==================== block 1
Block 1, placed cells, one colour a class:
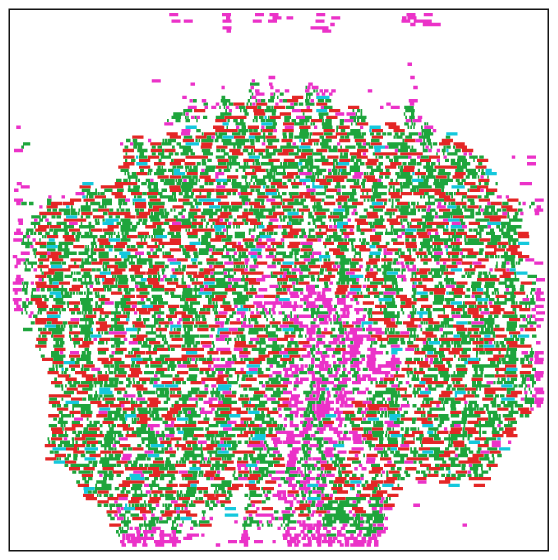

File: src/rtl/reg_file_sb_if.sv
// Bus bundle for reg_file_sb: read ports, reservation handshake, write ports
// and debug observation.
interface reg_file_sb_if #(
  parameter int XLEN  = 32,
  parameter int NREGS = 32,
  parameter int NRD   = 2,
  parameter int NWR   = 2
);
  localparam int AW = $clog2(NREGS);

  logic [NRD*AW-1:0]   rd_addr;
  logic [NRD*XLEN-1:0] rd_data;
  logic [NRD-1:0]      rd_busy;
  logic                rsv_valid;
  logic [AW-1:0]       rsv_addr;
  logic                rsv_ready;
  logic [NWR-1:0]      wr_en;
  logic [NWR*AW-1:0]   wr_addr;
  logic [NWR*XLEN-1:0] wr_data;
  logic [NREGS-1:0]    busy_vec;
  logic [XLEN-1:0]     a0;

  modport master (
    output rd_addr, rsv_valid, rsv_addr, wr_en, wr_addr, wr_data,
    input  rd_data, rd_busy, rsv_ready, busy_vec, a0
  );

  modport slave (
    input  rd_addr, rsv_valid, rsv_addr, wr_en, wr_addr, wr_data,
    output rd_data, rd_busy, rsv_ready, busy_vec, a0
  );
endinterface

File: src/rtl/reg_file_sb.sv
// Multi-port register file with a per-register busy scoreboard, optional
// same-cycle write-to-read forwarding, and a hard-wired zero register.
module reg_file_sb #(
  parameter int XLEN   = 32,
  parameter int NREGS  = 32,
  parameter int NRD    = 2,
  parameter int NWR    = 2,
  parameter int BYPASS = 1
) (
  input  logic         clk,
  input  logic         rst,
  reg_file_sb_if.slave bus
);
  localparam int            AW      = $clog2(NREGS);
  localparam logic [AW-1:0] A0_ADDR = AW'(10);

  logic [XLEN-1:0]  regs [NREGS];
  logic [NREGS-1:0] busy;

  logic [AW-1:0]    rd_a      [NRD];
  logic [AW-1:0]    wr_a      [NWR];
  logic [XLEN-1:0]  wr_d      [NWR];
  logic [NWR-1:0]   wr_commit;
  logic [XLEN-1:0]  rd_val    [NRD];
  logic [NRD-1:0]   rd_fwd;
  logic [XLEN-1:0]  a0_val;
  logic             fwd_en;
  logic             rsv_ready;
  logic             rsv_take;

  for (genvar gj = 0; gj < NWR; gj++) begin : g_wr
    assign wr_a[gj]      = bus.wr_addr[gj*AW +: AW];
    assign wr_d[gj]      = bus.wr_data[gj*XLEN +: XLEN];
    assign wr_commit[gj] = bus.wr_en[gj] && (wr_a[gj] != '0);
  end

  // Forwarding is suppressed while reset is held so every read returns zero.
  assign fwd_en = (BYPASS != 0) && rst;

  // Only the registered busy state is consulted, so a clear landing this
  // cycle cannot open the reservation early.
  assign rsv_ready = (bus.rsv_addr == '0) || !busy[bus.rsv_addr];
  assign rsv_take  = bus.rsv_valid && rsv_ready && (bus.rsv_addr != '0);

  // NOTE: every variable gets a value before any conditional override, so no
  // path leaves it unassigned and no latch is inferred.
  always_comb begin
    for (int i = 0; i < NRD; i++) begin
      rd_val[i] = regs[rd_a[i]];
      rd_fwd[i] = 1'b0;
      for (int j = 0; j < NWR; j++) begin
        if (fwd_en && wr_commit[j] && (wr_a[j] == rd_a[i])) begin
          rd_val[i] = wr_d[j];
          rd_fwd[i] = 1'b1;
        end
      end
    end
    a0_val = regs[A0_ADDR];
    for (int j = 0; j < NWR; j++) begin
      if (fwd_en && wr_commit[j] && (wr_a[j] == A0_ADDR)) a0_val = wr_d[j];
    end
  end

  for (genvar gi = 0; gi < NRD; gi++) begin : g_rd
    assign rd_a[gi]                        = bus.rd_addr[gi*AW +: AW];
    assign bus.rd_data[gi*XLEN +: XLEN]    = rd_val[gi];
    assign bus.rd_busy[gi]                 = busy[rd_a[gi]] && !rd_fwd[gi];
  end

  assign bus.rsv_ready = rsv_ready;
  assign bus.busy_vec  = busy;
  assign bus.a0        = a0_val;

  // NOTE: non-blocking updates let a later assignment in this block override
  // an earlier one at the same edge: the highest write port wins, and a
  // reservation set beats a write clear. The register array is reset here
  // (unlike a typical RAM) because reset must clear architectural state.
  always_ff @(posedge clk or negedge rst) begin
    if (!rst) begin
      for (int k = 0; k < NREGS; k++) regs[k] <= '0;
      busy <= '0;
    end else begin
      for (int j = 0; j < NWR; j++) begin
        if (wr_commit[j]) begin
          regs[wr_a[j]] <= wr_d[j];
          busy[wr_a[j]] <= 1'b0;
        end
      end
      if (rsv_take) busy[bus.rsv_addr] <= 1'b1;
    end
  end
endmodule

File: src/flat_wrapper.sv
// flat-port wrapper written by rule: the top's interface ports become plain ports
module reg_file_sb_flat 
#(
  parameter int XLEN   = 32,
  parameter int NREGS  = 32,
  parameter int NRD    = 2,
  parameter int NWR    = 2,
  parameter int BYPASS = 1
)
  (clk, rst, bus_rd_addr, bus_rsv_valid, bus_rsv_addr, bus_wr_en, bus_wr_addr, bus_wr_data, bus_rd_data, bus_rd_busy, bus_rsv_ready, bus_busy_vec, bus_a0);
  reg_file_sb_if #(.XLEN(XLEN), .NREGS(NREGS), .NRD(NRD), .NWR(NWR)) bus_i ();
  input  logic clk;
  input  logic rst;
  input wire logic [$bits(bus_i.rd_addr)-1:0] bus_rd_addr;
  input wire logic [$bits(bus_i.rsv_valid)-1:0] bus_rsv_valid;
  input wire logic [$bits(bus_i.rsv_addr)-1:0] bus_rsv_addr;
  input wire logic [$bits(bus_i.wr_en)-1:0] bus_wr_en;
  input wire logic [$bits(bus_i.wr_addr)-1:0] bus_wr_addr;
  input wire logic [$bits(bus_i.wr_data)-1:0] bus_wr_data;
  output wire logic [$bits(bus_i.rd_data)-1:0] bus_rd_data;
  output wire logic [$bits(bus_i.rd_busy)-1:0] bus_rd_busy;
  output wire logic [$bits(bus_i.rsv_ready)-1:0] bus_rsv_ready;
  output wire logic [$bits(bus_i.busy_vec)-1:0] bus_busy_vec;
  output wire logic [$bits(bus_i.a0)-1:0] bus_a0;
  assign bus_i.rd_addr = bus_rd_addr;
  assign bus_i.rsv_valid = bus_rsv_valid;
  assign bus_i.rsv_addr = bus_rsv_addr;
  assign bus_i.wr_en = bus_wr_en;
  assign bus_i.wr_addr = bus_wr_addr;
  assign bus_i.wr_data = bus_wr_data;
  assign bus_rd_data = bus_i.rd_data;
  assign bus_rd_busy = bus_i.rd_busy;
  assign bus_rsv_ready = bus_i.rsv_ready;
  assign bus_busy_vec = bus_i.busy_vec;
  assign bus_a0 = bus_i.a0;
  reg_file_sb #(.XLEN(XLEN), .NREGS(NREGS), .NRD(NRD), .NWR(NWR), .BYPASS(BYPASS)) u_core (.clk(clk), .rst(rst), .bus(bus_i));
endmodule
File: config.mk
export PLATFORM = sky130hd
export DESIGN_NAME = reg_file_sb_flat
export DESIGN_NICKNAME = d
export VERILOG_FILES = /design/src/rtl/reg_file_sb_if.sv /design/src/rtl/reg_file_sb.sv /design/src/flat_wrapper.sv
export SDC_FILE = /design/constraint.sdc
export NUM_CORES = 2
export LEC_CHECK = 0
export CAP_MARGIN = 40
export CORE_AREA = 2 2 439 441
export DETAILED_ROUTE_END_ITERATION = 10
export DIE_AREA = 0 0 441 443
export PLACE_DENSITY = 0.58
export SLEW_MARGIN = 20
export SYNTH_ARGS = -nofsm -noshare
export SYNTH_HDL_FRONTEND = slang
export SYNTH_SLANG_ARGS = --single-unit
export TNS_END_PERCENT = 30
File: constraint.sdc
create_clock -name clk -period 2.3 [get_ports clk]
set_input_delay 0.23 -clock clk [delete_from_list [all_inputs] [get_ports clk]]
set_output_delay 0.23 -clock clk [all_outputs]
set_load 0.03 [all_outputs]
==================== block 2
$ cat config.mk
export PLATFORM = sky130hd
export DESIGN_NAME = step_input_conditioner
export DESIGN_NICKNAME = d
export VERILOG_FILES = /design/src/rtl/board_io_pkg.sv /design/src/rtl/sync_2ff.sv /design/src/rtl/step_input_conditioner.sv
export SDC_FILE = /design/constraint.sdc
export NUM_CORES = 1
export LEC_CHECK = 0
export ABC_AREA = 1
export CAP_MARGIN = 10
export CORE_UTILIZATION = 53
export CTS_BUF_LIST = sky130_fd_sc_hd__clkbuf_2 sky130_fd_sc_hd__clkbuf_4 sky130_fd_sc_hd__clkbuf_8
export CTS_CLUSTER_SIZE = 12
export DETAILED_ROUTE_END_ITERATION = 7
export GPL_ROUTABILITY_DRIVEN = 0
export PLACE_DENSITY = 0.77
export SYNTH_ARGS = -nofsm -noshare
export SYNTH_HDL_FRONTEND = slang
export SYNTH_SLANG_ARGS = --single-unit
$ cat constraint.sdc
create_clock -name clk -period 3.2 [get_ports clk]
set_input_delay 0.8 -clock clk [delete_from_list [all_inputs] [get_ports clk]]
set_output_delay 0.8 -clock clk [all_outputs]
set_load 0.02 [all_outputs]
$ cat src/rtl/board_io_pkg.sv
// board_io_pkg: shared state encoding and sizes for the board input front end.
package board_io_pkg;
  typedef enum logic [1:0] {
    IDLE         = 2'd0,
    PRESS_WAIT   = 2'd1,
    HELD         = 2'd2,
    RELEASE_WAIT = 2'd3
  } deb_state_t;
  localparam int DEBOUNCE_CYCLES_DEF = 500000;
  localparam int PRESS_CNT_W = 8;
endpackage

$ cat src/rtl/sync_2ff.sv
// sync_2ff: two-flop synchronizer with a configurable reset value.
module sync_2ff #(
  parameter logic RST_VAL = 1'b0
) (
  input  logic clk,
  input  logic reset,
  input  logic i_d,
  output logic o_q
);
  logic r_meta;
  logic r_sync;
  always_ff @(posedge clk) begin
    if (reset) {r_sync, r_meta} <= {2{RST_VAL}};
    else {r_sync, r_meta} <= {r_meta, i_d};
  end
  assign o_q = r_sync;
endmodule

$ cat src/rtl/step_input_conditioner.sv
// step_input_conditioner: debounces the step key into a one-cycle strobe and captures the data bit with it.
module step_input_conditioner
  import board_io_pkg::*;
#(
  parameter int DEBOUNCE_CYCLES = DEBOUNCE_CYCLES_DEF,
  parameter int CNT_W = $clog2(DEBOUNCE_CYCLES) + 1
) (
  input  logic                   clk,
  input  logic                   reset,
  input  logic                   key_n,
  input  logic                   w_raw,
  output logic                   step,
  output logic                   w_out,
  output logic                   held,
  output logic [PRESS_CNT_W-1:0] press_count
);
  if (DEBOUNCE_CYCLES < 2) begin : g_bad_cfg
    $error("DEBOUNCE_CYCLES must be at least 2");
  end
  localparam logic [CNT_W-1:0] C_ONE  = CNT_W'(1);
  localparam logic [CNT_W-1:0] C_LAST = CNT_W'(DEBOUNCE_CYCLES - 1);
  logic w_key_s;
  logic w_w_s;
  deb_state_t r_state;
  deb_state_t w_nxt;
  logic [CNT_W-1:0] r_cnt;
  logic [CNT_W-1:0] w_cnt_nxt;
  logic w_fire;
  logic r_step;
  logic r_w_out;
  logic r_held;
  logic [PRESS_CNT_W-1:0] r_press_count;
  // Key idles released (high) so reset never looks like a press edge on the chain.
  sync_2ff #(.RST_VAL(1'b1)) u_key_sync (.clk(clk), .reset(reset), .i_d(key_n), .o_q(w_key_s));
  sync_2ff #(.RST_VAL(1'b0)) u_w_sync   (.clk(clk), .reset(reset), .i_d(w_raw), .o_q(w_w_s));
  always_comb begin
    w_nxt = r_state;
    w_cnt_nxt = r_cnt;
    w_fire = 1'b0;
    case (r_state)
      IDLE: begin
        w_nxt = w_key_s ? IDLE : PRESS_WAIT;
        w_cnt_nxt = w_key_s ? '0 : C_ONE;
      end
      PRESS_WAIT: begin
        w_fire = !w_key_s && (r_cnt == C_LAST);
        w_nxt = w_key_s ? IDLE : (w_fire ? HELD : PRESS_WAIT);
        w_cnt_nxt = w_key_s ? '0 : (w_fire ? r_cnt : r_cnt + C_ONE);
      end
      HELD: begin
        w_nxt = w_key_s ? RELEASE_WAIT : HELD;
        w_cnt_nxt = w_key_s ? C_ONE : r_cnt;
      end
      RELEASE_WAIT: begin
        w_nxt = !w_key_s ? HELD : ((r_cnt == C_LAST) ? IDLE : RELEASE_WAIT);
        w_cnt_nxt = (!w_key_s || (r_cnt == C_LAST)) ? '0 : r_cnt + C_ONE;
      end
      default: ;
    endcase
  end
  always_ff @(posedge clk) begin
    if (reset) begin
      r_state <= IDLE;
      r_cnt <= '0;
      r_step <= 1'b0;
      r_w_out <= 1'b0;
      r_held <= 1'b0;
      r_press_count <= '0;
    end else begin
      r_state <= w_nxt;
      r_cnt <= w_cnt_nxt;
      r_step <= w_fire;
      r_w_out <= w_fire ? w_w_s : r_w_out;
      r_held <= (w_nxt == HELD) || (w_nxt == RELEASE_WAIT);
      r_press_count <= r_press_count + PRESS_CNT_W'(w_fire);
    end
  end
  assign step = r_step;
  assign w_out = r_w_out;
  assign held = r_held;
  assign press_count = r_press_count;
endmodule

==================== block 3
File: src/rtl/dwt97_pkg.sv
// Shared types and constants for the DWT 9/7 line pipeline.
//   ExpandSize  : border extension applied by the expander, removed by the cropper
//   SampleWidth : default width of one sample (a beat carries two)
//   axis_t      : one line-framed stream beat at the default width
//   crop_state_t: border cropper phases
package dwt97_pkg;

    localparam int unsigned ExpandSize  = 4;
    localparam int unsigned SampleWidth = 16;

    typedef struct packed {
        logic                       sof;
        logic                       eol;
        logic [2*SampleWidth-1:0]   data;
    } axis_t;

    typedef enum logic [1:0] {
        DropLeft = 2'd0,
        Fill     = 2'd1,
        Stream   = 2'd2
    } crop_state_t;

endpackage

File: src/rtl/border_cropper_if.sv
// Line-framed AXI-Stream link carrying one sample pair per beat.
//   valid/ready : handshake
//   sof         : start of frame (first beat of a line)
//   eol         : last beat of a line
//   data        : sample pair, 2*DataWidth bits
interface border_cropper_if #(
    parameter int unsigned DataWidth = 16
) ();

    logic                     valid;
    logic                     ready;
    logic                     sof;
    logic                     eol;
    logic [2*DataWidth-1:0]   data;

    modport master (output valid, output sof, output eol, output data, input ready);
    modport slave  (input valid, input sof, input eol, input data, output ready);

endinterface

File: src/rtl/AxisReg.sv
// Single-entry AXI-Stream pipeline register with full throughput.
//   Enable=1: registered valid/data, ready = !full || downstream ready
//   Enable=0: wires straight through
// Ports: clk_i, rst_ni (sync, active-low), s_valid_i/s_ready_o/s_data_i upstream,
//        m_valid_o/m_ready_i/m_data_o downstream.
module AxisReg #(
    parameter int unsigned Width  = 34,
    parameter bit          Enable = 1'b1
) (
    input  logic              clk_i,
    input  logic              rst_ni,
    input  logic              s_valid_i,
    output logic              s_ready_o,
    input  logic [Width-1:0]  s_data_i,
    output logic              m_valid_o,
    input  logic              m_ready_i,
    output logic [Width-1:0]  m_data_o
);

    if (Enable) begin : g_reg
        logic             valid_q;
        logic [Width-1:0] data_q;

        // Accept whenever empty or draining in the same cycle.
        assign s_ready_o = !valid_q || m_ready_i;

        always_ff @(posedge clk_i) begin
            if (!rst_ni) begin
                valid_q <= 1'b0;
                data_q  <= '0;
            end else if (s_ready_o) begin
                valid_q <= s_valid_i;
                if (s_valid_i) begin
                    data_q <= s_data_i;
                end
            end
        end

        assign m_valid_o = valid_q;
        assign m_data_o  = data_q;
    end else begin : g_bypass
        logic unused_clk_rst;
        assign unused_clk_rst = clk_i ^ rst_ni;

        assign s_ready_o = m_ready_i;
        assign m_valid_o = s_valid_i;
        assign m_data_o  = s_data_i;
    end

endmodule

File: src/rtl/ShiftRegAddr.sv
// Shift register with an addressable tap; entry 0 is the newest word.
// Ports: clk_i, en_i (shift in data_i), addr_i (tap select), data_o (tap value).
// Holds data only: validity of the contents is tracked by the user.
module ShiftRegAddr #(
    parameter int unsigned Width = 32,
    parameter int unsigned Depth = 4,
    parameter int unsigned AddrW = (Depth > 1) ? $clog2(Depth) : 1
) (
    input  logic              clk_i,
    input  logic              en_i,
    input  logic [Width-1:0]  data_i,
    input  logic [AddrW-1:0]  addr_i,
    output logic [Width-1:0]  data_o
);

    logic [Width-1:0] mem_q [Depth];

    always_ff @(posedge clk_i) begin
        if (en_i) begin
            mem_q[0] <= data_i;
            for (int i = 1; i < int'(Depth); i++) begin
                mem_q[i] <= mem_q[i-1];
            end
        end
    end

    assign data_o = mem_q[addr_i];

endmodule

File: src/rtl/border_cropper.sv
// Drops the first and last CropSize beats of every line of a line-framed
// stream of sample pairs, re-tagging sof/eol on the surviving beats.
// Ports:
//   clk_i, rst_ni    : clock, synchronous active-low reset
//   s (slave)        : input stream  (s.ready = input ready)
//   m (master)       : output stream (registered)
//   short_line_o     : one-cycle pulse after an eol arrives before any beat survived
// Build option: define BORDER_CROPPER_SHORT_LINE_DET_EN to build short-line
// detection; otherwise short_line_o is tied low (short lines are still dropped).
module border_cropper
    import dwt97_pkg::*;
#(
    parameter int unsigned DataWidth      = SampleWidth,
    parameter int unsigned CropSize       = ExpandSize,
    parameter int unsigned EnableInputReg = 1
) (
    input  logic               clk_i,
    input  logic               rst_ni,
    border_cropper_if.slave    s,
    border_cropper_if.master   m,
    output logic               short_line_o
);

    localparam int unsigned BeatW = 2 * DataWidth;
    localparam int unsigned BusW  = BeatW + 2;
    localparam int unsigned CntW  = $clog2(2 * CropSize + 1);
    localparam int unsigned AddrW = (CropSize > 1) ? $clog2(CropSize) : 1;
    localparam logic [AddrW-1:0] TapAddr  = AddrW'(CropSize - 1);
    localparam logic [CntW-1:0]  LeftLast = CntW'(CropSize - 1);
    localparam logic [CntW-1:0]  FillLast = CntW'(2 * CropSize - 1);

    crop_state_t       state_q;
    logic [CntW-1:0]   cnt_q;
    logic              need_sof_q;

    logic [BusW-1:0]   in_bus;
    logic              in_valid;
    logic              in_ready;
    logic              in_sof;
    logic              in_eol;
    logic [BeatW-1:0]  in_data;
    logic              in_hs;

    logic              core_valid;
    logic              core_ready;
    logic              push;
    logic [BeatW-1:0]  oldest;
    logic [BusW-1:0]   out_bus;

    // Optional input stage.
    AxisReg #(
        .Width  (BusW),
        .Enable (EnableInputReg != 0)
    ) u_in_reg (
        .clk_i     (clk_i),
        .rst_ni    (rst_ni),
        .s_valid_i (s.valid),
        .s_ready_o (s.ready),
        .s_data_i  ({s.sof, s.eol, s.data}),
        .m_valid_o (in_valid),
        .m_ready_i (in_ready),
        .m_data_o  (in_bus)
    );

    assign in_sof  = in_bus[BusW-1];
    assign in_eol  = in_bus[BusW-2];
    assign in_data = in_bus[BeatW-1:0];

    // Border phases swallow input regardless of the sink; streaming is a joint handshake.
    always_comb begin
        in_ready   = 1'b1;
        core_valid = 1'b0;
        if (state_q == Stream) begin
            in_ready   = core_ready;
            core_valid = in_valid;
        end
    end

    assign in_hs = in_valid && in_ready;
    assign push  = in_hs && (state_q != DropLeft);

    // Delay line: its tail is the oldest kept beat, so the right border stays behind on eol.
    ShiftRegAddr #(
        .Width (BeatW),
        .Depth (CropSize),
        .AddrW (AddrW)
    ) u_delay (
        .clk_i  (clk_i),
        .en_i   (push),
        .data_i (in_data),
        .addr_i (TapAddr),
        .data_o (oldest)
    );

    // Output stage.
    AxisReg #(
        .Width  (BusW),
        .Enable (1'b1)
    ) u_out_reg (
        .clk_i     (clk_i),
        .rst_ni    (rst_ni),
        .s_valid_i (core_valid),
        .s_ready_o (core_ready),
        .s_data_i  ({need_sof_q, in_eol, oldest}),
        .m_valid_o (m.valid),
        .m_ready_i (m.ready),
        .m_data_o  (out_bus)
    );

    assign m.sof  = out_bus[BusW-1];
    assign m.eol  = out_bus[BusW-2];
    assign m.data = out_bus[BeatW-1:0];

    // Line phase tracking; an eol before Stream resynchronises without emitting.
    always_ff @(posedge clk_i) begin
        if (!rst_ni) begin
            state_q    <= DropLeft;
            cnt_q      <= '0;
            need_sof_q <= 1'b0;
        end else if (in_hs) begin
            unique case (state_q)
                DropLeft: begin
                    if (cnt_q == '0) begin
                        need_sof_q <= in_sof;
                    end
                    if (in_eol) begin
                        cnt_q <= '0;
                    end else begin
                        cnt_q <= cnt_q + CntW'(1);
                        if (cnt_q == LeftLast) begin
                            state_q <= Fill;
                        end
                    end
                end
                Fill: begin
                    if (in_eol) begin
                        cnt_q   <= '0;
                        state_q <= DropLeft;
                    end else begin
                        cnt_q <= cnt_q + CntW'(1);
                        if (cnt_q == FillLast) begin
                            state_q <= Stream;
                        end
                    end
                end
                Stream: begin
                    need_sof_q <= 1'b0;
                    if (in_eol) begin
                        cnt_q   <= '0;
                        state_q <= DropLeft;
                    end
                end
                default: begin
                    cnt_q   <= '0;
                    state_q <= DropLeft;
                end
            endcase
        end
    end

`ifdef BORDER_CROPPER_SHORT_LINE_DET_EN
    logic short_q;

    // Pulse for the eol of a line that never reached Stream.
    always_ff @(posedge clk_i) begin
        if (!rst_ni) begin
            short_q <= 1'b0;
        end else begin
            short_q <= in_hs && in_eol && (state_q != Stream);
        end
    end

    assign short_line_o = short_q;
`else
    assign short_line_o = 1'b0;
`endif

endmodule

File: src/flat_wrapper.sv
// flat-port wrapper written by rule: the top's interface ports become plain ports
module border_cropper_flat import dwt97_pkg::*;
#(
    parameter int unsigned DataWidth      = SampleWidth,
    parameter int unsigned CropSize       = ExpandSize,
    parameter int unsigned EnableInputReg = 1
)
  (clk_i, rst_ni, short_line_o, s_valid, s_sof, s_eol, s_data, s_ready, m_valid, m_sof, m_eol, m_data, m_ready);
  border_cropper_if #(.DataWidth(DataWidth)) s_i ();
  border_cropper_if #(.DataWidth(DataWidth)) m_i ();
  input  logic clk_i;
  input  logic rst_ni;
  output logic short_line_o;
  input wire logic [$bits(s_i.valid)-1:0] s_valid;
  input wire logic [$bits(s_i.sof)-1:0] s_sof;
  input wire logic [$bits(s_i.eol)-1:0] s_eol;
  input wire logic [$bits(s_i.data)-1:0] s_data;
  output wire logic [$bits(s_i.ready)-1:0] s_ready;
  output wire logic [$bits(m_i.valid)-1:0] m_valid;
  output wire logic [$bits(m_i.sof)-1:0] m_sof;
  output wire logic [$bits(m_i.eol)-1:0] m_eol;
  output wire logic [$bits(m_i.data)-1:0] m_data;
  input wire logic [$bits(m_i.ready)-1:0] m_ready;
  assign s_i.valid = s_valid;
  assign s_i.sof = s_sof;
  assign s_i.eol = s_eol;
  assign s_i.data = s_data;
  assign s_ready = s_i.ready;
  assign m_valid = m_i.valid;
  assign m_sof = m_i.sof;
  assign m_eol = m_i.eol;
  assign m_data = m_i.data;
  assign m_i.ready = m_ready;
  border_cropper #(.DataWidth(DataWidth), .CropSize(CropSize), .EnableInputReg(EnableInputReg)) u_core (.clk_i(clk_i), .rst_ni(rst_ni), .s(s_i), .m(m_i), .short_line_o(short_line_o));
endmodule
File: config.mk
export PLATFORM = sky130hd
export DESIGN_NAME = border_cropper_flat
export DESIGN_NICKNAME = d
export VERILOG_FILES = /design/src/rtl/dwt97_pkg.sv /design/src/rtl/border_cropper_if.sv /design/src/rtl/AxisReg.sv /design/src/rtl/ShiftRegAddr.sv /design/src/rtl/border_cropper.sv /design/src/flat_wrapper.sv
export SDC_FILE = /design/constraint.sdc
export NUM_CORES = 1
export LEC_CHECK = 0
export ABC_CLOCK_PERIOD_IN_PS = 22300
export CAP_MARGIN = 20
export CORE_MARGIN = 2
export CORE_UTILIZATION = 40
export CTS_CLUSTER_DIAMETER = 80
export DETAILED_ROUTE_END_ITERATION = 6
export HOLD_SLACK_MARGIN = 0.15
export MAX_ROUTING_LAYER = met4
export SYNTH_ARGS = -nofsm -noshare
export SYNTH_HDL_FRONTEND = slang
export SYNTH_SLANG_ARGS = --single-unit
File: constraint.sdc
create_clock -name clk_i -period 22.3 [get_ports clk_i]
set_input_delay 2.23 -clock clk_i [delete_from_list [all_inputs] [get_ports clk_i]]
set_output_delay 2.23 -clock clk_i [all_outputs]
set_load 0.05 [all_outputs]
==================== block 4
--- config.mk ---
export PLATFORM = sky130hd
export DESIGN_NAME = button_event_arbiter
export DESIGN_NICKNAME = d
export VERILOG_FILES = /design/src/rtl/button_event_arbiter.sv
export SDC_FILE = /design/constraint.sdc
export NUM_CORES = 1
export LEC_CHECK = 0
export CAP_MARGIN = 10
export CORE_ASPECT_RATIO = 1.5
export CORE_MARGIN = 2
export CORE_UTILIZATION = 40
export DETAILED_ROUTE_END_ITERATION = 8
export PLACE_DENSITY_LB_ADDON = 0.15
export SYNTH_ARGS = -nofsm -noshare
export SYNTH_HDL_FRONTEND = slang
export SYNTH_SLANG_ARGS = --single-unit
--- constraint.sdc ---
create_clock -name clk -period 2.88 [get_ports clk]
set_input_delay 0.864 -clock clk [delete_from_list [all_inputs] [get_ports clk]]
set_output_delay 0.864 -clock clk [all_outputs]
set_load 0.01 [all_outputs]
--- src/rtl/button_event_arbiter.sv ---
// -----------------------------------------------------------------------------
// button_event_arbiter
//
// Multi-channel pushbutton front end. One shared prescaler produces a sample
// tick. Each channel synchronises its raw input and debounces it with a
// stability counter. It then derives press, release and long-press events.
// Every channel has a one-deep pending slot. A round-robin arbiter serialises
// the slots onto a single valid/ready event stream.
//
// Ports
//   clk        system clock
//   rst_a_p    synchronous, active-high reset
//   btn_in     raw asynchronous button inputs, active-high (N_CH)
//   btn_level  debounced button levels (N_CH)
//   evt_valid  event output holds a valid event
//   evt_ready  consumer accepts the event when evt_valid & evt_ready
//   evt_ch     channel index of the presented event
//   evt_type   01 press, 10 release, 11 long-press
//   overflow   one-cycle pulse when at least one event was dropped
// -----------------------------------------------------------------------------
module button_event_arbiter #(
    parameter int N_CH         = 4,
    parameter int TICK_MAX     = 50000,
    parameter int STABLE_TICKS = 4,
    parameter int LONG_TICKS   = 200
) (
    input  logic                    clk,
    input  logic                    rst_a_p,
    input  logic [N_CH-1:0]         btn_in,
    output logic [N_CH-1:0]         btn_level,
    output logic                    evt_valid,
    input  logic                    evt_ready,
    output logic [$clog2(N_CH)-1:0] evt_ch,
    output logic [1:0]              evt_type,
    output logic                    overflow
);

    localparam int CH_W  = $clog2(N_CH);
    localparam int TCK_W = (TICK_MAX > 1) ? $clog2(TICK_MAX) : 1;
    localparam int STB_W = $clog2(STABLE_TICKS + 1);
    localparam int LNG_W = $clog2(LONG_TICKS + 1);

    localparam logic [TCK_W-1:0] TCK_LAST = TCK_W'(TICK_MAX - 1);
    localparam logic [STB_W-1:0] STB_LAST = STB_W'(STABLE_TICKS - 1);
    localparam logic [LNG_W-1:0] LNG_MAX  = LNG_W'(LONG_TICKS);
    localparam logic [LNG_W-1:0] LNG_LAST = LNG_W'(LONG_TICKS - 1);
    localparam logic [CH_W-1:0]  CH_LAST  = CH_W'(N_CH - 1);
    localparam logic [CH_W:0]    N_CH_L   = (CH_W + 1)'(N_CH);

    localparam logic [1:0] EVT_NONE    = 2'b00;
    localparam logic [1:0] EVT_PRESS   = 2'b01;
    localparam logic [1:0] EVT_RELEASE = 2'b10;
    localparam logic [1:0] EVT_LONG    = 2'b11;

    // Registers
    logic [TCK_W-1:0] r_tick_cnt;
    logic [N_CH-1:0]  r_sync_p0;
    logic [N_CH-1:0]  r_sync_p1;
    logic [N_CH-1:0]  r_level;
    logic [STB_W-1:0] r_stab [N_CH];
    logic [LNG_W-1:0] r_hold [N_CH];
    logic [1:0]       r_pend [N_CH];
    logic [CH_W-1:0]  r_ptr;
    logic             r_evt_valid;
    logic [CH_W-1:0]  r_evt_ch;
    logic [1:0]       r_evt_type;
    logic             r_overflow;

    // Combinational next-state
    logic             w_tick;
    logic [N_CH-1:0]  w_level_nxt;
    logic [STB_W-1:0] w_stab_nxt [N_CH];
    logic [LNG_W-1:0] w_hold_nxt [N_CH];
    logic [N_CH-1:0]  w_raise;
    logic [1:0]       w_raise_type [N_CH];
    logic [N_CH-1:0]  w_pend_vld;
    logic [1:0]       w_pend_nxt [N_CH];
    logic [N_CH-1:0]  w_drop;
    logic             w_free;
    logic             w_grant_vld;
    logic [CH_W-1:0]  w_grant_ch;
    logic [CH_W:0]    w_idx;

    assign w_tick = (r_tick_cnt == TCK_LAST);
    assign w_free = !r_evt_valid || evt_ready;

    // ---- stage 0: tick-qualified debounce and event detection --------------
    always_comb begin
        for (int i = 0; i < N_CH; i++) begin
            w_level_nxt[i]  = r_level[i];
            w_stab_nxt[i]   = r_stab[i];
            w_hold_nxt[i]   = r_hold[i];
            w_raise[i]      = 1'b0;
            w_raise_type[i] = EVT_NONE;
            if (w_tick) begin
                if (r_sync_p1[i] != r_level[i]) begin
                    if (r_stab[i] == STB_LAST) begin
                        w_level_nxt[i]  = ~r_level[i];
                        w_stab_nxt[i]   = '0;
                        w_raise[i]      = 1'b1;
                        w_raise_type[i] = r_level[i] ? EVT_RELEASE : EVT_PRESS;
                    end else begin
                        w_stab_nxt[i] = r_stab[i] + 1'b1;
                    end
                end else begin
                    w_stab_nxt[i] = '0;
                end
                // A toggle tick never advances the hold count, so a release
                // and a long-press cannot be raised together.
                if (!r_level[i] || (w_level_nxt[i] != r_level[i])) begin
                    w_hold_nxt[i] = '0;
                end else if (r_hold[i] != LNG_MAX) begin
                    w_hold_nxt[i] = r_hold[i] + 1'b1;
                    if (r_hold[i] == LNG_LAST) begin
                        w_raise[i]      = 1'b1;
                        w_raise_type[i] = EVT_LONG;
                    end
                end
            end
        end
    end

    // ---- stage 1: round-robin grant over pending slots ---------------------
    always_comb begin
        w_grant_vld = 1'b0;
        w_grant_ch  = '0;
        w_idx       = '0;
        for (int i = 0; i < N_CH; i++) begin
            w_pend_vld[i] = (r_pend[i] != EVT_NONE);
        end
        for (int k = 0; k < N_CH; k++) begin
            w_idx = {1'b0, r_ptr} + (CH_W + 1)'(k);
            if (w_idx >= N_CH_L) begin
                w_idx = w_idx - N_CH_L;
            end
            if (w_free && !w_grant_vld && w_pend_vld[w_idx[CH_W-1:0]]) begin
                w_grant_vld = 1'b1;
                w_grant_ch  = w_idx[CH_W-1:0];
            end
        end
    end

    // A slot being granted this cycle counts as empty for a new event.
    always_comb begin
        for (int i = 0; i < N_CH; i++) begin
            w_drop[i]     = 1'b0;
            w_pend_nxt[i] = r_pend[i];
            if (w_grant_vld && (w_grant_ch == CH_W'(i))) begin
                w_pend_nxt[i] = EVT_NONE;
            end
            if (w_raise[i]) begin
                if ((r_pend[i] == EVT_NONE) ||
                    (w_grant_vld && (w_grant_ch == CH_W'(i)))) begin
                    w_pend_nxt[i] = w_raise_type[i];
                end else begin
                    w_drop[i] = 1'b1;
                end
            end
        end
    end

    // ---- stage 2: register update ------------------------------------------
    always_ff @(posedge clk) begin
        if (rst_a_p) begin
            r_tick_cnt  <= '0;
            r_sync_p0   <= '0;
            r_sync_p1   <= '0;
            r_level     <= '0;
            r_ptr       <= '0;
            r_evt_valid <= 1'b0;
            r_evt_ch    <= '0;
            r_evt_type  <= EVT_NONE;
            r_overflow  <= 1'b0;
            for (int i = 0; i < N_CH; i++) begin
                r_stab[i] <= '0;
                r_hold[i] <= '0;
                r_pend[i] <= EVT_NONE;
            end
        end else begin
            r_tick_cnt <= w_tick ? '0 : r_tick_cnt + 1'b1;
            r_sync_p0  <= btn_in;
            r_sync_p1  <= r_sync_p0;
            r_level    <= w_level_nxt;
            r_overflow <= |w_drop;
            for (int i = 0; i < N_CH; i++) begin
                r_stab[i] <= w_stab_nxt[i];
                r_hold[i] <= w_hold_nxt[i];
                r_pend[i] <= w_pend_nxt[i];
            end
            if (w_free) begin
                r_evt_valid <= w_grant_vld;
                if (w_grant_vld) begin
                    r_evt_ch   <= w_grant_ch;
                    r_evt_type <= r_pend[w_grant_ch];
                    r_ptr      <= (w_grant_ch == CH_LAST) ? '0 : w_grant_ch + 1'b1;
                end
            end
        end
    end

    assign btn_level = r_level;
    assign evt_valid = r_evt_valid;
    assign evt_ch    = r_evt_ch;
    assign evt_type  = r_evt_type;
    assign overflow  = r_overflow;

endmodule

Block 3, placed cells, one colour a class:
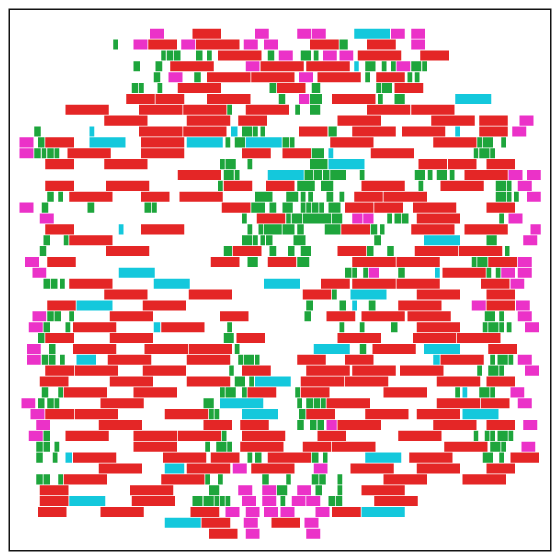
class	colour	cells
sequential cells	red	205
remaining logic cells	green	256
remaining buffers and delay cells	magenta	78
clock drivers and dummy loads	cyan	37

==> impl_metrics.csv, block 3 <==
group,metric,value,unit
synthesis,simple_gate_area_frac,0.108,
synthesis,ff_type,"edfxtp_1",
global_routing,met2_usage,0.206,
setup_path,slowest_stage,"clkdlybuf4s50_1",
cells_and_area,flops,205,
clocking,clk_latency,480,ps
synthesis,ys_sh_mux,0,
pwr,maxPowerGroup,"registers",
floorplan,num_tap_cells,220,
cells_and_area,comb-cell-share,0.158,
global_routing,use_met3,0.0266,
pwr,seqPwrFrac,0.535,
global_routing,grt_pass1_vias,3580,
floorplan,die_width,135,µm
final_timing,layout_min_cycle_time,6150,ps
routing,wl_met1,4500,µm
synthesis,yosys.stat.seqShare,0.783,
setup_path,crit_type,"in -> out",
cells_and_area,nClkBuffers,25,
routing,vias_per_cell,4.70,
routing,wirelength,10600,µm
setup_path,worstPathArrival,3920,ps
routing,drtIter0Drc,169,
status,status,"complete, no violations",
placed_design,dp.cells,759,
clocking,post_cts_buffers,0,
cells_and_area,regMostFlops,"u_core.u_delay.mem_q",
synthesis,yosys_cells,493,
routing,maxUsedRoutingLayer,"met4",
cells_and_area,num-fill-cells,1488,
final_timing,relSlewSlack,0.306,
global_routing,grtUsageMet1,0.147,
setup_path,crit_path_frequent_cell,"clkdlybuf4s50_1",
cells_and_area,logic_area,0.00133,mm²
placed_design,place_hpwl,6260,µm
setup_path,r2r_start,"u_core.state_q[0]$_SDFFE_PN0P_",
cells_and_area,drive_above_1_share,0.0764,
routing,wl_met3,565,µm
setup_path,path_max_fanout,7,
routing,ant_nets,0,
cells_and_area,largest_reg_flops,128,
synthesis,synth.top_cells.by_count,"edfxtp_1 (128), nand2_1 (109), dfxtp_1 (77)",
setup_path,path_cells,"clkdlybuf4s50_1 -> nand2b_1 -> or2_2 -> clkdlybuf4s50_1",
final_timing,rsz0062_at_grt,"no",
synthesis,yosysMostFrequentCell,"edfxtp_1",
pwr,seq_power,0.406,mW
final_timing,fmax,0.163,GHz
[block 3: metrics by stage]
stage	setup slack (ps)	hold WS, ps	total power [mW]
2_1_floorplan	13760	400	0.424
5_1_grt	16060	415	0.788
3_5_place_dp	16140	405	0.432
4_1_cts	16140	412	0.770
6_report	16150	414	0.758
3_3_place_gp	16160	401	0.432
[block 3: kinds of logic (layout without fill, tap and decap cells)]
kind of cell | after synthesis | in the layout
simple gates | 166 | 166
other cells | 1 | 1
compound gates | 84 | 84
fa+ha+maj | 2 | 2
buf+inv | 35 | 118
flops | 205 | 205
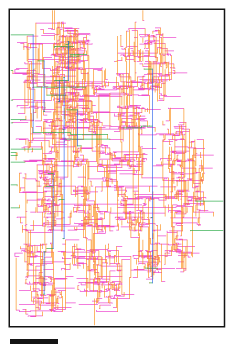
Block 4: routed metal, one colour a layer
Scale bar: 20 µm.
layer	colour	wire length
M4	blue	307 µm
M1	magenta	4040 µm
M3	green	224 µm
M2	orange	4610 µm

==> impl_metrics.csv, block 4 <==
group,metric,value,unit
pwr,clockPowerShare,0.496,
synthesis,xor_area_frac,0.0704,
status,status,"complete, no violations",
clocking,post_cts_buffers,0,
synthesis,yosys_area,0.00435,mm²
final_timing,fin_setup_tns,0,ps
final_timing,relSlewSlack,0.452,
floorplan,dieArea,0.0117,mm²
clocking,cts_hold_buf,0,
setup_path,path_depth,9,
final_timing,hold_viol,0,
cells_and_area,largest_class,"multi-input combinational cells",
placed_design,postPlaceCellArea,0.00467,mm²
synthesis,synthCells,528,
setup_path,cp.required,3130,ps
synthesis,yosys_cells,528,
clocking,cts_tree,"yes",
synthesis,syn_avg_cell_area,8.24,µm²
setup_path,worstPathArrival,2750,ps
routing,ant_nets,0,
synthesis,async_flop_share,0,
min_path,min-delay-path-class,"reg -> reg",
setup_path,startpoint,"r_ptr[1]$_SDFFE_PP0P_",
routing,wl_per_cell,13.2,µm
global_routing,grt_pass1_vias,3558,
synthesis,yosys.area_share.aoi,0.135,
setup_path,critical-path-top-delay-family,"simple AND/OR/NAND/NOR gates",
global_routing,grt_pass1_wl,16000,µm
pwr,p_leak,1.69,nW
job,drv_cap,0,
synthesis,logic_family,"simple AND/OR/NAND/NOR gates",
pwr,p_sw_frac,0.193,
min_path,min_to,"r_sync_p1[3]$_SDFF_PP0_",
cells_and_area,comb-cell-share,0.486,
final_timing,whs,440,ps
routing,drc_errors,0,
pwr,maxPowerGroup,"the clock network",
synthesis,synthTopCellsByArea,"dfxtp_1 (40%), nor2_1 (6.2%), a21oi_1 (4.9%)",
synthesis,syn-num-nets,552,
clocking,ctsResizeCount,0,
routing,drtIter0Drc,127,
synthesis,synthAdderAreaFrac,0.0489,
setup_path,reg2reg_slack,380,ps
placed_design,port_buffers,16,
cells_and_area,fin_cells,694,
floorplan,fp_util,0.411,
setup_path,path_max_fanout,15,
[block 4: flip-flops by register name, indices dropped and copies added, names as in the netlist, 2 cells and up]
name        count
r_sync_p1       4
evt_ch          2
btn_level       4
r_sync_p0       4
r_pend          8
evt_type        2
r_tick_cnt     16
r_ptr           2
r_stab         12
r_hold         32
[block 4: metal layers]
metal,track usage,share of wire
met1,0.194,0.44
met2,0.283,0.50
met3,0.0269,0.024
met4,0.0962,0.033
met5,0,0
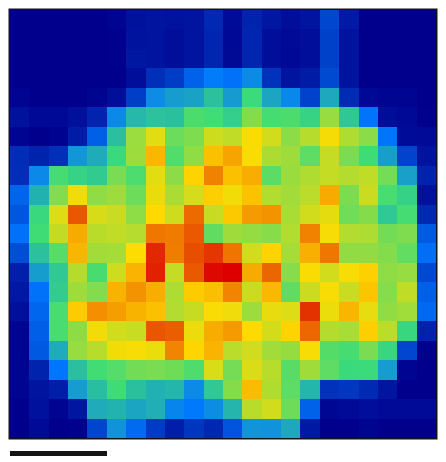
Block 1: routed metal per tile
Scale bar: 100 µm. The die is cut into 22 by 22 equal tiles; dark blue is low, red is high, scaled to the fullest tile. Values are wire area over tile area, all layers added.
tiles over half the peak	48%
densest ninth of the die	centre
mean over tiles	0.28
emptiest ninth of the die	north-west
fullest tile	0.71

## Picture notes: 'placed cells, one colour a class' of block 1
class	colour	cells
clock drivers and dummy loads	cyan	218
sequential cells	red	1056
remaining logic cells	green	4612
remaining buffers and delay cells	magenta	1092

==> impl_metrics.csv, block 1 <==
group,metric,value,unit
placed_design,place_ws,-1240,ps
clocking,cts_made_buffers,116,
final_timing,rsz0062_at_grt,"yes",
routing,drtIter0Drc,8741,
routing,drc_errors,0,
cells_and_area,final_core_util,0.453,
final_timing,slew_viol_final,0,
status,violations,"negative setup slack",
synthesis,ff_type,"dfrtp_1",
final_timing,finalSetupViolCount,99,
pwr,seqPwrFrac,0.390,
synthesis,syn-num-nets,6622,
pwr,p_sw_frac,0.324,
status,status,"finished, violations left",
routing,wl_met3,36100,µm
setup_path,worstPathArrival,2780,ps
global_routing,grt_antenna_before_repair,11,
final_timing,setup_slack,-708,ps
cells_and_area,logic_area,0.0390,mm²
-- block 1: path summary, 6_finish.rpt --
check	cells after the start	slack, ps	from	end
max	8	-710	u_core.regs[349]$_DFF_PN0_	bus_rd_data[29]
min reg2reg	0	400	u_core.regs[992]$_DFF_PN0_	u_core.regs[992]$_DFF_PN0_
min	2	130	rst	u_core.regs[990]$_DFF_PN0_
max reg2reg	6	440	u_core.bus.busy_vec[27]$_DFF_PN0_	u_core.bus.busy_vec[25]$_DFF_PN0_
max in group asynchronous	5	150	rst	u_core.regs[688]$_DFF_PN0_
min in group clk	3	190	bus_wr_data[41]	u_core.regs[233]$_DFF_PN0_
Block 2, congestion heat map:
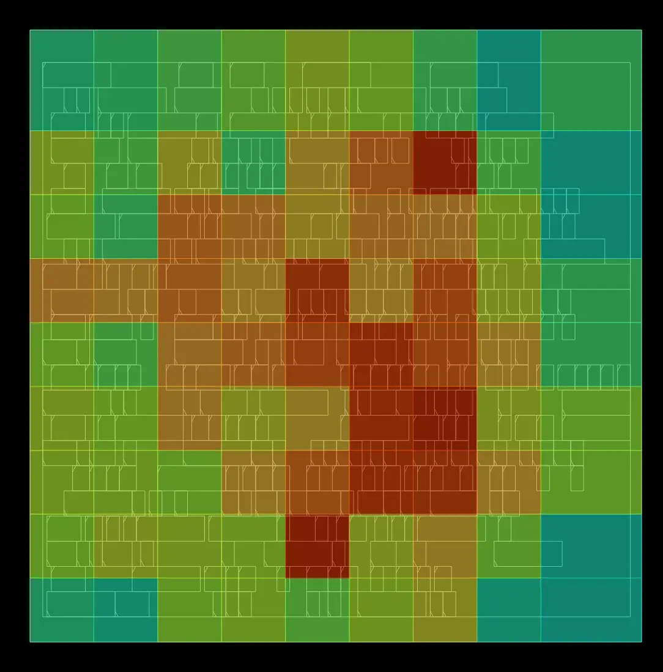
final core utilization: 0.640
per-cell routed wire length: 12.5 µm

==> impl_metrics.csv, block 2 <==
group,metric,value,unit
status,status,"complete, no violations",
floorplan,coreArea,0.00380,mm²
pwr,clockPowerShare,0.414,
cells_and_area,seq_area,741,µm²
cells_and_area,layout_top_cells,"nand2_1 (75), nor2_1 (56), nand3_1 (49)",
pwr,ir_worst_vdd,0.293,mV
synthesis,yosysWarnings,0,
routing,ant_nets,0,
floorplan,io_pins,15,
cells_and_area,final_nets,365,
floorplan,die_width,66.1,µm
synthesis,yosysUniqueCellTypes,29,
pwr,p_comb_frac,0.028,
synthesis,synth.top_cell.area_share,0.340,
cells_and_area,largest_reg_flops,20,
pwr,p_leak,0.996,nW
pwr,pg_comb,0.0233,mW
setup_path,reg2reg_slack,490,ps
synthesis,synthTopCellsByArea,"dfxtp_1 (34%), nand2_1 (13%), nand3_1 (11%)",
## block 2: layout make-up
cell class / count / area share
flip-flops and latches: 37 / 0.305
repair buffers: 16 / 0.0639
clock buffers: 5 / 0.0283
inverters: 51 / 0.0788
multi-input cells: 247 / 0.491
well taps: 48 / 0.0247
clock inverters: 3 / 0.00875
## block 2: worst max-delay path, stage by stage (launching register included)
cell and delay [ps]:
dfxtp_1 400, ha_1 300, nand2_1 100, nor2_2 150, nand4_1 130, nor4_1 320
nand3_1 220, nor2_1 140, ha_1 180, ha_1 160, nand2_1 80, nor3_1 250
nand2_1 80, nand2_1 60, nor2_1 40


==> screenshots <==
Sequential cells grouped by signal name.
Plate I
Scale bar: 20 µm. Other sequential cells in the stronger grey, the rest of the logic in the fainter grey.
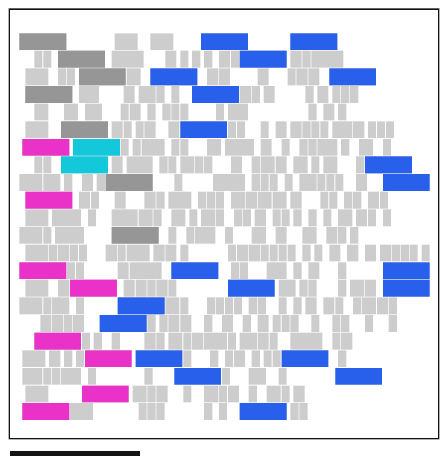
Plate II
Scale bar: 50 µm. Other sequential cells in the stronger grey, the rest of the logic in the fainter grey.
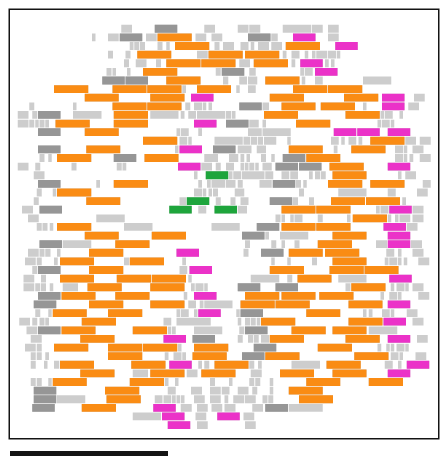
Plate III
Scale bar: 100 µm. Other cells in grey.
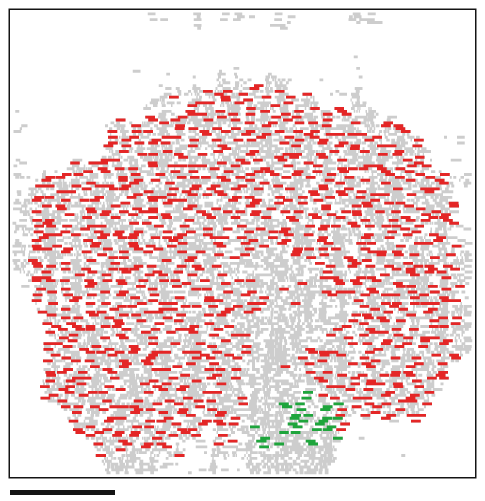
Plate IV
Scale bar: 20 µm. Other sequential cells in the stronger grey, the rest of the logic in the fainter grey.
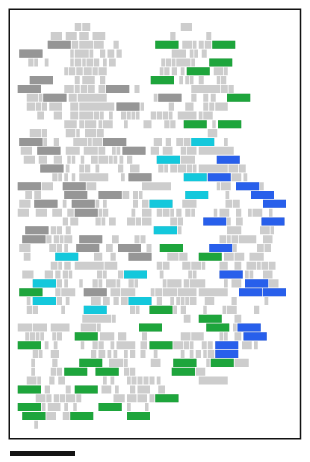
block 3 -> Plate II
block 2 -> Plate I
block 1 -> Plate III
block 4 -> Plate IV
The one with the largest die is Plate III.
The one with the fewest cells is Plate I.


==> screenshots <==
Routed metal per tile.
shot_01.png
Scale bar: 50 µm. The die is cut into 27 by 27 equal tiles; dark blue is low, red is high, scaled to the fullest tile. Values are wire area over tile area, all layers added.
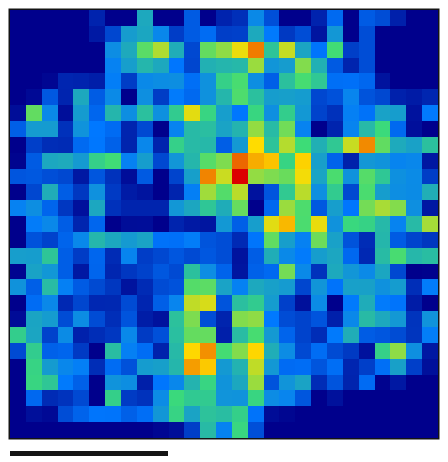
shot_02.png
Scale bar: 20 µm. The die is cut into 18 by 26 equal tiles; dark blue is low, red is high, scaled to the fullest tile. Values are wire area over tile area, all layers added.
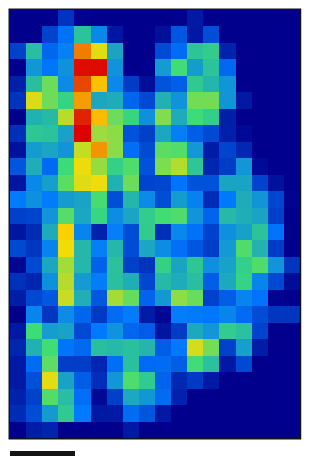
shot_03.png
Scale bar: 20 µm. The die is cut into 13 by 13 equal tiles; dark blue is low, red is high, scaled to the fullest tile. Values are wire area over tile area, all layers added.
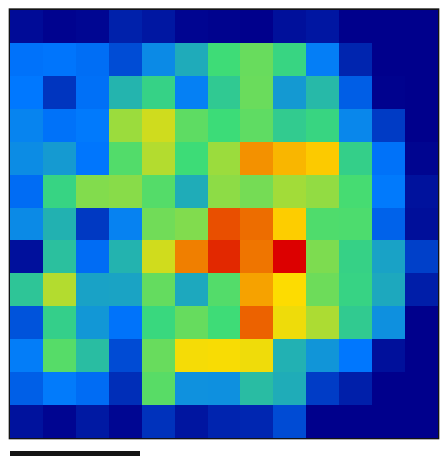
shot_02.png is block 4.
shot_01.png is block 3.
shot_03.png is block 2.
- largest die: shot_01.png

No activity file was given, so power comes from the tool's default toggle rates.
